######## block 1 ########
==> block_1/layer_met2.png <==
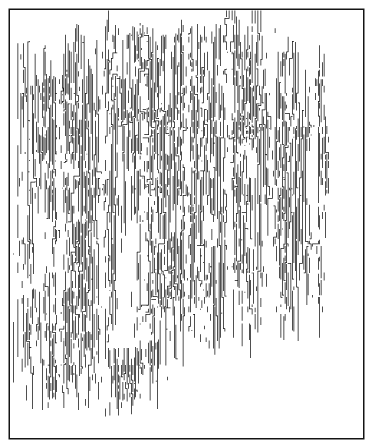

--- src/rtl/uart_rx_fifo.sv ---
// UART receiver with majority-voted bit sampling, start-glitch rejection and a
// first-word-fall-through receive FIFO with sticky framing/parity/overrun flags.
`timescale 1ns/1ps
module uart_rx_fifo #(
    parameter int CLOCK_FREQ = 10000000,
    parameter int BAUD       = 115200,
    parameter int DATA_BITS  = 8,
    parameter int PARITY     = 0,
    parameter int FIFO_DEPTH = 16
) (
    input  logic                          CLK,
    input  logic                          RSTb,
    input  logic                          rx,
    output logic [DATA_BITS-1:0]          rd_data,
    output logic                          rd_valid,
    input  logic                          rd_ready,
    output logic [$clog2(FIFO_DEPTH):0]   fifo_count,
    output logic                          frame_err,
    output logic                          parity_err,
    output logic                          overrun,
    input  logic                          err_clr
);

    localparam int BIT  = CLOCK_FREQ / BAUD;
    localparam int HALF = BIT / 2;
    localparam int CW   = $clog2(BIT);
    localparam int AW   = $clog2(FIFO_DEPTH);
    localparam int FW   = AW + 1;

    localparam logic [CW-1:0] CNT_S0   = CW'(HALF - 1);
    localparam logic [CW-1:0] CNT_S1   = CW'(HALF);
    localparam logic [CW-1:0] CNT_EVAL = CW'(HALF + 1);
    localparam logic [CW-1:0] CNT_LAST = CW'(BIT - 1);
    localparam logic [3:0]    IDX_LAST = 4'(DATA_BITS - 1);
    localparam logic [FW-1:0] CNT_FULL = FW'(FIFO_DEPTH);

    typedef enum logic [2:0] {
        S_IDLE  = 3'd0,
        S_START = 3'd1,
        S_DATA  = 3'd2,
        S_PAR   = 3'd3,
        S_STOP  = 3'd4,
        S_BREAK = 3'd5
    } state_t;

    function automatic logic parity_ok(input logic [DATA_BITS-1:0] d, input logic p);
        logic ones_odd;
        ones_odd = ^{d, p};
        if (PARITY == 1) begin
            return ones_odd;
        end else if (PARITY == 2) begin
            return ~ones_odd;
        end else begin
            return 1'b1;
        end
    endfunction

    logic                  r_rx_meta, r_rx_sync, r_rx_prev;
    state_t                r_state;
    logic [CW-1:0]         r_cnt;
    logic [3:0]            r_bit_idx;
    logic [DATA_BITS-1:0]  r_shift;
    logic                  r_s0, r_s1, r_par_bit;
    logic                  r_push;
    logic [DATA_BITS-1:0]  r_push_data;

    logic [DATA_BITS-1:0]  r_mem [FIFO_DEPTH];
    logic [AW-1:0]         r_wr_ptr, r_rd_ptr;
    logic [FW-1:0]         r_count;
    logic                  r_valid;
    logic [DATA_BITS-1:0]  r_rd_data;
    logic                  r_frame_err, r_parity_err, r_overrun;

    logic                  w_maj, w_eval, w_par_ok;
    logic                  w_frame_ev, w_par_ev, w_ovr_ev;
    logic                  w_pop, w_full, w_wr;
    logic [AW-1:0]         w_rd_ptr_inc;
    logic [FW-1:0]         w_count_nxt;
    logic [DATA_BITS-1:0]  w_head_nxt;

    assign w_maj      = (r_s0 & r_s1) | (r_s0 & r_rx_sync) | (r_s1 & r_rx_sync);
    assign w_eval     = (r_cnt == CNT_EVAL);
    assign w_par_ok   = parity_ok(r_shift, r_par_bit);
    assign w_frame_ev = (r_state == S_STOP) && w_eval && !w_maj;
    assign w_par_ev   = (r_state == S_STOP) && w_eval && w_maj && !w_par_ok;

    assign w_pop        = r_valid && rd_ready;
    assign w_full       = (r_count == CNT_FULL);
    assign w_wr         = r_push && (!w_full || w_pop);
    assign w_ovr_ev     = r_push && w_full && !w_pop;
    assign w_rd_ptr_inc = r_rd_ptr + AW'(1);

    // Two-flop synchroniser plus delayed copy for falling-edge detection
    always_ff @(posedge CLK or negedge RSTb) begin
        if (!RSTb) begin
            r_rx_meta <= 1'b1;
            r_rx_sync <= 1'b1;
            r_rx_prev <= 1'b1;
        end else begin
            r_rx_meta <= rx;
            r_rx_sync <= r_rx_meta;
            r_rx_prev <= r_rx_sync;
        end
    end

    // Receive FSM: bit timing, majority sampling, frame evaluation
    always_ff @(posedge CLK or negedge RSTb) begin
        if (!RSTb) begin
            r_state     <= S_IDLE;
            r_cnt       <= '0;
            r_bit_idx   <= 4'd0;
            r_shift     <= '0;
            r_s0        <= 1'b1;
            r_s1        <= 1'b1;
            r_par_bit   <= 1'b0;
            r_push      <= 1'b0;
            r_push_data <= '0;
        end else begin
            r_push <= 1'b0;
            if (r_cnt == CNT_S0) r_s0 <= r_rx_sync;
            if (r_cnt == CNT_S1) r_s1 <= r_rx_sync;
            case (r_state)
                S_IDLE: begin
                    r_cnt <= '0;
                    if (r_rx_prev && !r_rx_sync) r_state <= S_START;
                end
                S_START: begin
                    if (w_eval && w_maj) begin
                        r_cnt   <= '0;
                        r_state <= S_IDLE;
                    end else if (r_cnt == CNT_LAST) begin
                        r_cnt     <= '0;
                        r_bit_idx <= 4'd0;
                        r_state   <= S_DATA;
                    end else begin
                        r_cnt <= r_cnt + CW'(1);
                    end
                end
                S_DATA: begin
                    if (w_eval) r_shift <= {w_maj, r_shift[DATA_BITS-1:1]};
                    if (r_cnt == CNT_LAST) begin
                        r_cnt <= '0;
                        if (r_bit_idx == IDX_LAST) begin
                            r_state <= (PARITY != 0) ? S_PAR : S_STOP;
                        end else begin
                            r_bit_idx <= r_bit_idx + 4'd1;
                        end
                    end else begin
                        r_cnt <= r_cnt + CW'(1);
                    end
                end
                S_PAR: begin
                    if (w_eval) r_par_bit <= w_maj;
                    if (r_cnt == CNT_LAST) begin
                        r_cnt   <= '0;
                        r_state <= S_STOP;
                    end else begin
                        r_cnt <= r_cnt + CW'(1);
                    end
                end
                S_STOP: begin
                    // Decide at mid stop bit so a following start edge is not missed
                    if (w_eval) begin
                        r_cnt <= '0;
                        if (!w_maj) begin
                            r_state <= S_BREAK;
                        end else begin
                            r_state <= S_IDLE;
                            if (w_par_ok) begin
                                r_push      <= 1'b1;
                                r_push_data <= r_shift;
                            end
                        end
                    end else begin
                        r_cnt <= r_cnt + CW'(1);
                    end
                end
                S_BREAK: begin
                    r_cnt <= '0;
                    if (r_rx_sync) r_state <= S_IDLE;
                end
                default: begin
                    r_cnt   <= '0;
                    r_state <= S_IDLE;
                end
            endcase
        end
    end

    // Next occupancy and next head word of the FIFO
    always_comb begin
        w_count_nxt = r_count;
        case ({w_wr, w_pop})
            2'b10:   w_count_nxt = r_count + FW'(1);
            2'b01:   w_count_nxt = r_count - FW'(1);
            default: w_count_nxt = r_count;
        endcase
        w_head_nxt = r_rd_data;
        if (w_pop) begin
            if (r_count > FW'(1)) begin
                w_head_nxt = r_mem[w_rd_ptr_inc];
            end else if (w_wr) begin
                w_head_nxt = r_push_data;
            end else begin
                w_head_nxt = r_rd_data;
            end
        end else if (w_wr && (r_count == '0)) begin
            w_head_nxt = r_push_data;
        end else begin
            w_head_nxt = r_rd_data;
        end
    end

    // FIFO storage
    always_ff @(posedge CLK) begin
        if (w_wr) r_mem[r_wr_ptr] <= r_push_data;
    end

    // FIFO pointers, occupancy and registered read port
    always_ff @(posedge CLK or negedge RSTb) begin
        if (!RSTb) begin
            r_wr_ptr  <= '0;
            r_rd_ptr  <= '0;
            r_count   <= '0;
            r_valid   <= 1'b0;
            r_rd_data <= '0;
        end else begin
            if (w_wr)  r_wr_ptr <= r_wr_ptr + AW'(1);
            if (w_pop) r_rd_ptr <= w_rd_ptr_inc;
            r_count   <= w_count_nxt;
            r_valid   <= (w_count_nxt != '0);
            r_rd_data <= w_head_nxt;
        end
    end

    // Sticky error flags; a new event wins over a simultaneous clear
    always_ff @(posedge CLK or negedge RSTb) begin
        if (!RSTb) begin
            r_frame_err  <= 1'b0;
            r_parity_err <= 1'b0;
            r_overrun    <= 1'b0;
        end else begin
            r_frame_err  <= w_frame_ev | (r_frame_err  & ~err_clr);
            r_parity_err <= w_par_ev   | (r_parity_err & ~err_clr);
            r_overrun    <= w_ovr_ev   | (r_overrun    & ~err_clr);
        end
    end

    assign rd_data    = r_rd_data;
    assign rd_valid   = r_valid;
    assign fifo_count = r_count;
    assign frame_err  = r_frame_err;
    assign parity_err = r_parity_err;
    assign overrun    = r_overrun;

endmodule
--- config.mk ---
export PLATFORM = sky130hd
export DESIGN_NAME = uart_rx_fifo
export DESIGN_NICKNAME = d
export VERILOG_FILES = /design/src/rtl/uart_rx_fifo.sv
export SDC_FILE = /design/constraint.sdc
export NUM_CORES = 1
export LEC_CHECK = 0
export ABC_AREA = 1
export CAP_MARGIN = 20
export CORE_AREA = 2 2 111 135
export DETAILED_ROUTE_END_ITERATION = 10
export DIE_AREA = 0 0 113 137
export PLACE_DENSITY = 0.89
export SETUP_SLACK_MARGIN = 0.05
export SYNTH_ARGS = -nofsm -noshare
export SYNTH_HDL_FRONTEND = slang
export SYNTH_SLANG_ARGS = --single-unit
--- constraint.sdc ---
create_clock -name CLK -period 2.6 [get_ports CLK]
set_input_delay 0.26 -clock CLK [delete_from_list [all_inputs] [get_ports CLK]]
set_output_delay 0.26 -clock CLK [all_outputs]
set_load 0.05 [all_outputs]
######## block 2 ########
File: src/rtl/iob_rr_arbiter.sv
// Registered N-way arbiter, round-robin or fixed priority, with optional grant locking.
// The candidate comes from an unmasked and a round-robin-masked priority encoder.

module iob_priority_encoder #(
  parameter int WIDTH    = 4,
  parameter bit LSB_HIGH = 1'b1,
  parameter int IDX_W    = (WIDTH > 1) ? $clog2(WIDTH) : 1
) (
  input  logic [WIDTH-1:0] unencoded,
  output logic             valid,
  output logic [IDX_W-1:0] encoded,
  output logic [WIDTH-1:0] onehot
);

  // Scan away from the winning end so the last hit is the highest-priority request
  always_comb begin
    valid   = |unencoded;
    encoded = '0;
    onehot  = '0;
    if (LSB_HIGH) begin
      for (int i = WIDTH - 1; i >= 0; i--) begin
        if (unencoded[i]) begin
          encoded   = IDX_W'(i);
          onehot    = '0;
          onehot[i] = 1'b1;
        end
      end
    end else begin
      for (int i = 0; i < WIDTH; i++) begin
        if (unencoded[i]) begin
          encoded   = IDX_W'(i);
          onehot    = '0;
          onehot[i] = 1'b1;
        end
      end
    end
  end

endmodule

module iob_rr_arbiter #(
  parameter int    PORTS                = 4,
  parameter int    ARB_TYPE_ROUND_ROBIN = 1,
  parameter string BLOCK                = "NONE",
  parameter string LSB_PRIORITY         = "HIGH",
  localparam int   IDX_W                = (PORTS > 1) ? $clog2(PORTS) : 1
) (
  input  logic             clk_i,
  input  logic             arst_n_i,
  input  logic             cke_i,
  input  logic [PORTS-1:0] request_i,
  input  logic [PORTS-1:0] acknowledge_i,
  output logic [PORTS-1:0] grant_o,
  output logic             grant_valid_o,
  output logic [IDX_W-1:0] grant_encoded_o
);

  localparam bit RR       = (ARB_TYPE_ROUND_ROBIN != 0);
  localparam bit LSB_HIGH = (LSB_PRIORITY == "HIGH");
  localparam bit BLK_REQ  = (BLOCK == "REQUEST");
  localparam bit BLK_ACK  = (BLOCK == "ACKNOWLEDGE");

  typedef enum logic {IDLE, GRANTED} state_t;

  state_t           state_q;
  logic [PORTS-1:0] mask_q;
  logic [PORTS-1:0] masked_req;
  logic [PORTS-1:0] unm_onehot, msk_onehot, cand_onehot, next_mask;
  logic             unm_valid, msk_valid, cand_valid, hold;
  logic [IDX_W-1:0] unm_idx, msk_idx, cand_idx;

  assign masked_req = request_i & mask_q;

  iob_priority_encoder #(
    .WIDTH    (PORTS),
    .LSB_HIGH (LSB_HIGH),
    .IDX_W    (IDX_W)
  ) u_unmasked (
    .unencoded (request_i),
    .valid     (unm_valid),
    .encoded   (unm_idx),
    .onehot    (unm_onehot)
  );

  iob_priority_encoder #(
    .WIDTH    (PORTS),
    .LSB_HIGH (LSB_HIGH),
    .IDX_W    (IDX_W)
  ) u_masked (
    .unencoded (masked_req),
    .valid     (msk_valid),
    .encoded   (msk_idx),
    .onehot    (msk_onehot)
  );

  always_comb begin
    cand_valid  = unm_valid;
    cand_idx    = unm_idx;
    cand_onehot = unm_onehot;
    if (RR && msk_valid) begin
      cand_valid  = 1'b1;
      cand_idx    = msk_idx;
      cand_onehot = msk_onehot;
    end
  end

  // After a grant only ports behind the winner in priority order stay eligible
  always_comb begin
    next_mask = '0;
    for (int i = 0; i < PORTS; i++) begin
      next_mask[i] = LSB_HIGH ? (i > int'(cand_idx)) : (i < int'(cand_idx));
    end
  end

  always_comb begin
    hold = 1'b0;
    if (state_q == GRANTED) begin
      if (BLK_REQ) begin
        hold = |(request_i & grant_o);
      end else if (BLK_ACK) begin
        hold = ~|(acknowledge_i & grant_o);
      end
    end
  end

  always_ff @(posedge clk_i or negedge arst_n_i) begin
    if (!arst_n_i) begin
      state_q         <= IDLE;
      mask_q          <= '1;
      grant_o         <= '0;
      grant_valid_o   <= 1'b0;
      grant_encoded_o <= '0;
    end else if (cke_i && !hold) begin
      grant_o         <= cand_onehot;
      grant_valid_o   <= cand_valid;
      grant_encoded_o <= cand_idx;
      state_q         <= cand_valid ? GRANTED : IDLE;
      if (RR && cand_valid) begin
        mask_q <= next_mask;
      end
    end
  end

endmodule

File: config.mk
export PLATFORM = sky130hd
export DESIGN_NAME = iob_rr_arbiter
export DESIGN_NICKNAME = d
export VERILOG_FILES = /design/src/rtl/iob_rr_arbiter.sv
export SDC_FILE = /design/constraint.sdc
export NUM_CORES = 1
export LEC_CHECK = 0
export ABC_AREA = 1
export CAP_MARGIN = 20
export CORE_ASPECT_RATIO = 1.1
export CORE_MARGIN = 2
export CORE_UTILIZATION = 38
export CTS_CLUSTER_DIAMETER = 200
export DETAILED_ROUTE_END_ITERATION = 8
export GPL_TIMING_DRIVEN = 1
export MAX_ROUTING_LAYER = met4
export PLACE_DENSITY = 0.79
export SETUP_SLACK_MARGIN = 0.02
export SLEW_MARGIN = 20
export SYNTH_ARGS = -nofsm -noshare
export SYNTH_HDL_FRONTEND = slang
export SYNTH_SLANG_ARGS = --single-unit
export TNS_END_PERCENT = 100
File: constraint.sdc
create_clock -name clk_i -period 1 [get_ports clk_i]
set_input_delay 0.25 -clock clk_i [delete_from_list [all_inputs] [get_ports clk_i]]
set_output_delay 0.25 -clock clk_i [all_outputs]
set_load 0.02 [all_outputs]
######## block 3 ########
[src/rtl/error_conv_check.sv]
// Convergence checker: snapshots 16 |error| elements, scans them serially for the max and
// compares it to a threshold. Optional ERR_CONV_SUM_EN adds a sum_err output.
module error_conv_check #(
  parameter int unsigned WIDTH    = 26,
  parameter int unsigned ITER_W   = 8,
  parameter int unsigned MAX_ITER = 255
) (
  input  logic              clk_conv,
  input  logic              rstn_conv,
  input  logic              en_conv,
  input  logic              start,
  input  logic              clr_iter,
  input  logic [WIDTH-1:0]  thr,
  input  logic [WIDTH-1:0]  i11, i12, i13, i14,
  input  logic [WIDTH-1:0]  i21, i22, i23, i24,
  input  logic [WIDTH-1:0]  i31, i32, i33, i34,
  input  logic [WIDTH-1:0]  i41, i42, i43, i44,
  output logic              busy,
  output logic              done,
  output logic              converged,
  output logic [WIDTH-1:0]  max_err,
  output logic [ITER_W-1:0] iter_cnt,
`ifdef ERR_CONV_SUM_EN
  output logic [WIDTH+3:0]  sum_err,
`endif
  output logic              timeout
);

  typedef enum logic [1:0] {StIdle, StScan, StDecide} state_e;

  localparam logic [WIDTH-1:0]  MagMax  = {1'b0, {(WIDTH-1){1'b1}}};
  localparam logic [ITER_W-1:0] IterMax = ITER_W'(MAX_ITER);

  state_e             state_q, state_d;
  logic [3:0]         idx_q, idx_d;
  logic [WIDTH-1:0]   snap_q [16];
  logic [WIDTH-1:0]   snap_d [16];
  logic [WIDTH-1:0]   in_vec [16];
  logic [WIDTH-1:0]   run_max_q, run_max_d;
  logic [WIDTH-1:0]   max_err_q, max_err_d;
  logic               done_q, done_d;
  logic               conv_q, conv_d;
  logic               timeout_q, timeout_d;
  logic [ITER_W-1:0]  iter_q, iter_d;
  logic [WIDTH-1:0]   cur_raw, cur_mag;
  logic               verdict;

  assign in_vec = '{i11, i12, i13, i14, i21, i22, i23, i24,
                    i31, i32, i33, i34, i41, i42, i43, i44};

  assign cur_raw = snap_q[idx_q];
  // Negative elements are fail-safe: treated as the largest positive magnitude.
  assign cur_mag = cur_raw[WIDTH-1] ? MagMax : cur_raw;
  assign verdict = $signed(run_max_q) <= $signed(thr);

`ifdef ERR_CONV_SUM_EN
  logic [WIDTH+3:0] acc_q, acc_d, sum_q, sum_d;
`endif

  always_comb begin
    state_d   = state_q;
    idx_d     = idx_q;
    snap_d    = snap_q;
    run_max_d = run_max_q;
    max_err_d = max_err_q;
    done_d    = 1'b0;
    conv_d    = conv_q;
    timeout_d = timeout_q;
    iter_d    = iter_q;
`ifdef ERR_CONV_SUM_EN
    acc_d     = acc_q;
    sum_d     = sum_q;
`endif
    case (state_q)
      StIdle: begin
        if (start) begin
          snap_d    = in_vec;
          run_max_d = '0;
          idx_d     = 4'd0;
          state_d   = StScan;
`ifdef ERR_CONV_SUM_EN
          acc_d     = '0;
`endif
        end
      end
      StScan: begin
        if ($signed(cur_mag) > $signed(run_max_q)) run_max_d = cur_mag;
`ifdef ERR_CONV_SUM_EN
        acc_d = acc_q + {4'b0000, cur_mag};
`endif
        idx_d = idx_q + 4'd1;
        if (idx_q == 4'd15) state_d = StDecide;
      end
      StDecide: begin
        max_err_d = run_max_q;
        conv_d    = verdict;
        done_d    = 1'b1;
        state_d   = StIdle;
`ifdef ERR_CONV_SUM_EN
        sum_d     = acc_q;
`endif
        if (!verdict) begin
          if (iter_q < IterMax) iter_d = iter_q + 1'b1;
          if (iter_q >= IterMax - 1'b1) timeout_d = 1'b1;
        end
      end
      default: state_d = StIdle;
    endcase
    // A new ICA run overrides any increment from the verdict on the same edge.
    if (clr_iter) begin
      iter_d    = '0;
      timeout_d = 1'b0;
    end
  end

  always_ff @(posedge clk_conv or negedge rstn_conv) begin
    if (!rstn_conv) begin
      state_q   <= StIdle;
      idx_q     <= 4'd0;
      snap_q    <= '{default: '0};
      run_max_q <= '0;
      max_err_q <= '0;
      done_q    <= 1'b0;
      conv_q    <= 1'b0;
      timeout_q <= 1'b0;
      iter_q    <= '0;
`ifdef ERR_CONV_SUM_EN
      acc_q     <= '0;
      sum_q     <= '0;
`endif
    end else if (en_conv) begin
      state_q   <= state_d;
      idx_q     <= idx_d;
      snap_q    <= snap_d;
      run_max_q <= run_max_d;
      max_err_q <= max_err_d;
      done_q    <= done_d;
      conv_q    <= conv_d;
      timeout_q <= timeout_d;
      iter_q    <= iter_d;
`ifdef ERR_CONV_SUM_EN
      acc_q     <= acc_d;
      sum_q     <= sum_d;
`endif
    end
  end

  assign busy      = (state_q != StIdle);
  assign done      = done_q;
  assign converged = conv_q;
  assign max_err   = max_err_q;
  assign iter_cnt  = iter_q;
  assign timeout   = timeout_q;
`ifdef ERR_CONV_SUM_EN
  assign sum_err   = sum_q;
`endif

endmodule

[config.mk]
export PLATFORM = sky130hd
export DESIGN_NAME = error_conv_check
export DESIGN_NICKNAME = d
export VERILOG_FILES = /design/src/rtl/error_conv_check.sv
export SDC_FILE = /design/constraint.sdc
export NUM_CORES = 1
export LEC_CHECK = 0
export CORE_UTILIZATION = 53
export CTS_BUF_LIST = sky130_fd_sc_hd__clkbuf_8
export DETAILED_ROUTE_END_ITERATION = 6
export HOLD_SLACK_MARGIN = 0.05
export PLACE_DENSITY_LB_ADDON = 0.05
export SLEW_MARGIN = 25
export SYNTH_ARGS = -nofsm -noshare
export SYNTH_HDL_FRONTEND = slang
export SYNTH_SLANG_ARGS = --single-unit
[constraint.sdc]
create_clock -name clk_conv -period 5.9 [get_ports clk_conv]
set_input_delay 0.885 -clock clk_conv [delete_from_list [all_inputs] [get_ports clk_conv]]
set_output_delay 0.885 -clock clk_conv [all_outputs]
set_load 0.01 [all_outputs]
==> block_3/layer_met3.png <==
The bar under the picture is 50 µm long. Cells faint in the background.
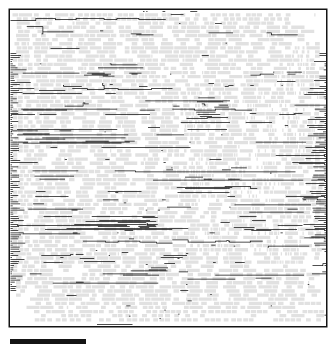
The wires run mostly horizontal. 341 nets have wire on it. The layer carries 4670 µm of wire. The layer holds 7.3% of the routed length. The longest straight run is 106 µm.

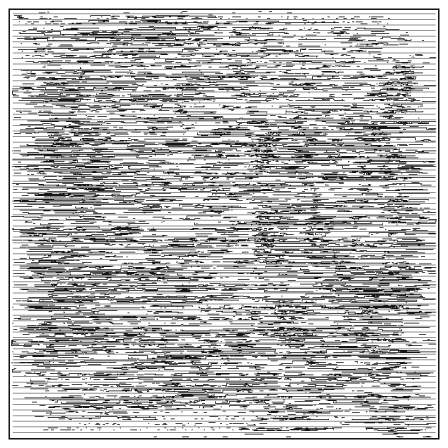
(block_3/layer_met1.png)
Supply wires on this layer in grey.
2261 nets have wire on it. The wires run mostly horizontal. The layer carries 28.9 mm of wire.

==> flow_metrics.py, block 3 <==
# Metrics from the implementation run
metrics = {
    "critical_path": {
        "crit_chain": "buf_4 > mux4_2 > mux4_2 > or2_1 > ha_1 > nand4_1 > nor4_1 > a21oi_1 > nor4b_1 > a211oi_4 > buf_4 > mux2i_1",
        "cp_max_fo": 25,
        "crit_path_end": "run_max_q[14]$_DFFE_PN0P_",
    },
    "synth": {
        "synth-async-reset-ratio_pct": 100,
        "yosysTopAreaCell": "dfrtp_1",
    },
    "cells_and_area": {
        "antennaDiodeCount": 16,
        "sh_seq_area_pct": 40.9,
        "comb_share_pct": 33.3,
        "regArea_um2": 12100,
    },
    "power": {
        "power_frac_clock_pct": 19.5,
        "peakVddDrop_mv": 0.302,
        "combPwrFrac_pct": 42.1,
        "power.share.sequential_pct": 38.4,
        "netSwitchingPower_mw": 5.29,
    },
    "job": {
        "tool_warnings": 33,
    },
    "die": {
        "die_w_um": 209,
        "die_area_um2": 43500,
    },
    "detailed_routing": {
        "routed_wl_mm": 64.3,
        "firstDrtPassIters": 5,
    },
    "timing": {
        "worst_slew_pin_slew_ns": 1.08,
        "hold_slack_ns": 0.262,
        "min_period_ns": 4.98,
    },
    "global_routing": {
        "antenna_found_initial": 18,
    },
    "clock_tree": {
        "cts.path.max_buffers": 3,
    },
    "status": {
        "status": "finished clean",
    },
}
==> block 3: metal layers <==
layer,GRT usage [%],vias to the layer above,wire length [µm]
met5,0,-,18
met4,11.9,2,1590
met3,7.92,102,4670
met2,43.4,553,29200
met1,44.0,7755,28900
li1,-,6572,-
==> block 3: cell families after synthesis <==
family	after synthesis	share of synthesized area (%)
mux	571	34.8
flops	483	53.4
simple gates	151	3.28
buf+inv	149	3.07
compound gates	91	2.38
fa+ha+maj	53	2.93
xor+xnor	3	0.116
other cells	1	0.0166
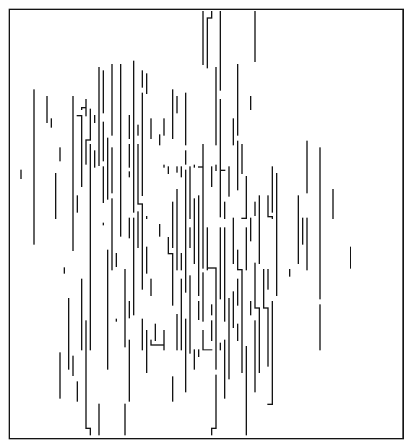
(block_2/layer_met2.png)
The longest straight run is 21.8 µm. The layer holds 51% of the routed length. 101 nets have wire on it.

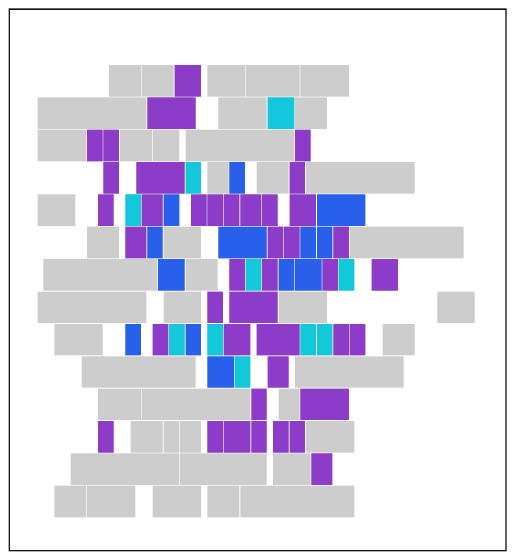
(block_2/logic_types.png)
Blue shows nor cells, cells 13, where centre. Purple shows nand cells, cells 41. Cyan shows inv cells, cells 10, where centre.

==> flow_metrics.py, block 2 <==
# Metrics from the implementation run
metrics = {
    "status": {
        "violations": "setup timing",
        "status": "finished with violations",
    },
    "synth": {
        "ys_area_um2": 592,
        "syn_area_per_cell_um2": 7.31,
        "ys_sh_simple_pct": 41.0,
    },
    "cells_and_area": {
        "final-nonclk-buf-share_pct": 24.9,
        "synthToLayoutAreaGrowth_pct": 54.3,
        "sh_seq_area_pct": 30.7,
        "n_all_buffers": 23,
    },
    "critical_path": {
        "cp.depth": 6,
        "r2r_slack_ns": -0.08,
        "arrival_ns": 1.31,
        "crit_type": "reg -> reg",
        "r2r_end": "mask_q[3]$_DFFE_PN1P_",
    },
    "die": {
        "die_w_um": 41.6,
        "die_area_um2": 1890,
        "io_pins": 18,
    },
    "power": {
        "internal_power_mw": 0.894,
        "p_total_mw": 1.34,
    },
    "clock_tree": {
        "cts_tree": "yes",
    },
    "timing": {
        "fin_ws_ns": -0.0781,
        "fin_crit_sh_pct": 108,
        "setup_viol": 15,
        "final-hold-violation-count": 0,
    },
    "detailed_routing": {
        "wl_met1_um": 633,
    },
    "global_routing": {
        "grt_util_met1_pct": 23.3,
        "grt_max_degree": 12,
    },
}
-- block 2: cells in the mapped netlist (all sizes together) --
cell	number	area, µm²
inv	10	37.5
a31oi	1	6.26
nand2	35	146
nand3	6	30.0
a21oi	2	10.0
o21ai	3	15.0
nor2	13	66.3
dfstp	4	105
dfrtp	7	175
-- block 2: repair_timing --
| action | CTS | global route |
|---|---|---|
| pin swaps | 9 | 5 |
| hold endpoints to repair | 0 | 0 |
| setup endpoints to repair | 18 | 17 |
| gates cloned | 0 | 0 |
| gates resized | 54 | 7 |
| buffers inserted | 2 | 2 |
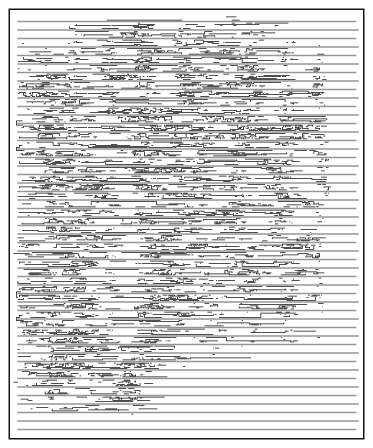
(block_1/layer_met1.png)
Supply wires on this layer in grey.
The layer holds 37% of the routed length. 880 nets have wire on it. The wires run mostly horizontal.

About block_1/layer_met2.png:
733 nets have wire on it. The wires run mostly vertical. The layer holds 52% of the routed length.

==> flow_metrics.py, block 1 <==
# Metrics from the implementation run
metrics = {
    "cells_and_area": {
        "lay_top_count": "nand2_1",
        "seq_cells": 189,
        "nets": 942,
        "synthToLayoutAreaGrowth_pct": 12.1,
    },
    "timing": {
        "hold_slack_ns": -0.0198,
        "final_max_slew_viol_count": 0,
        "final-hold-violation-count": 9,
    },
    "critical_path": {
        "cp-start-kind": "flip-flop",
    },
    "synth": {
        "yosys-top-cells-count": "nand2_1 (285), edfxtp_1 (128), inv_1 (117)",
        "yosysWarnings": 0,
        "top_cells_by_area": "edfxtp_1 (45%), dfrtp_1 (16%), nand2_1 (12%)",
    },
    "status": {
        "violations": "hold timing",
        "status": "finished with violations",
    },
    "clock_tree": {
        "insertion_delay_ns": 0.43,
        "cts_made_buffers": 17,
    },
    "power": {
        "combPwrFrac_pct": 38.4,
    },
    "die": {
        "die_w_um": 113,
    },
}
-- block 1: kinds of logic after synthesis --
logic type	Yosys count	synth area share [%]
adder cells (fa/ha/maj)	16	2.33
buffers and inverters	149	7.26
XOR/XNOR	11	1.51
flip-flops	189	62.5
AND-OR/OR-AND	54	3.58
AND/OR/NAND/NOR	463	22.8
-- block 1: through the flow --
stage | area, µm² | power [mW]
2_1_floorplan | 8600 | 6.20
3_3_place_gp | 9090 | 7.15
3_5_place_dp | 9090 | 7.24
4_1_cts | 9640 | 9.67
5_1_grt | 9640 | 10.2
6_report | 9640 | 9.70

==> gallery <==
Clock routing.
image #1
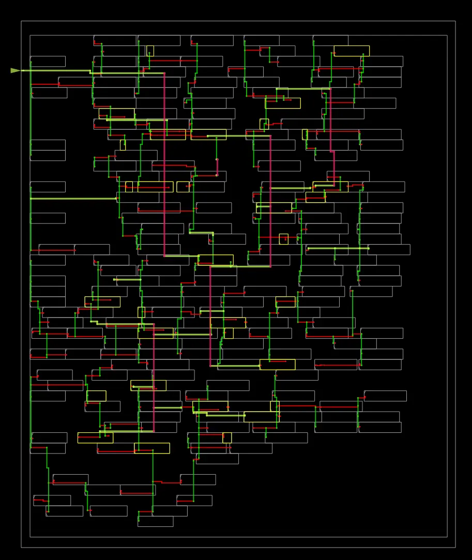
image #2
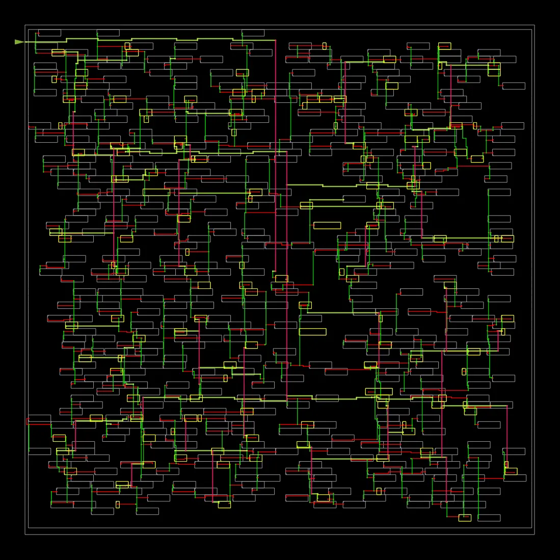
image #3
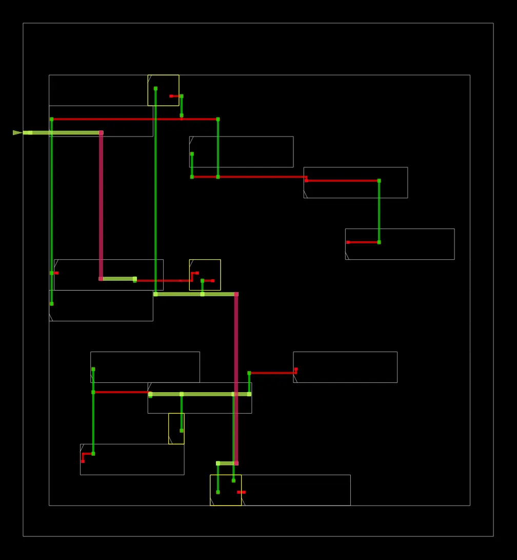
Of these, most sequential cells: image #2
Of these, fewest clock buffers: image #3
image #3: block 2
image #2: block 3
image #1: block 1


Power is estimated from default activity; no workload was simulated.
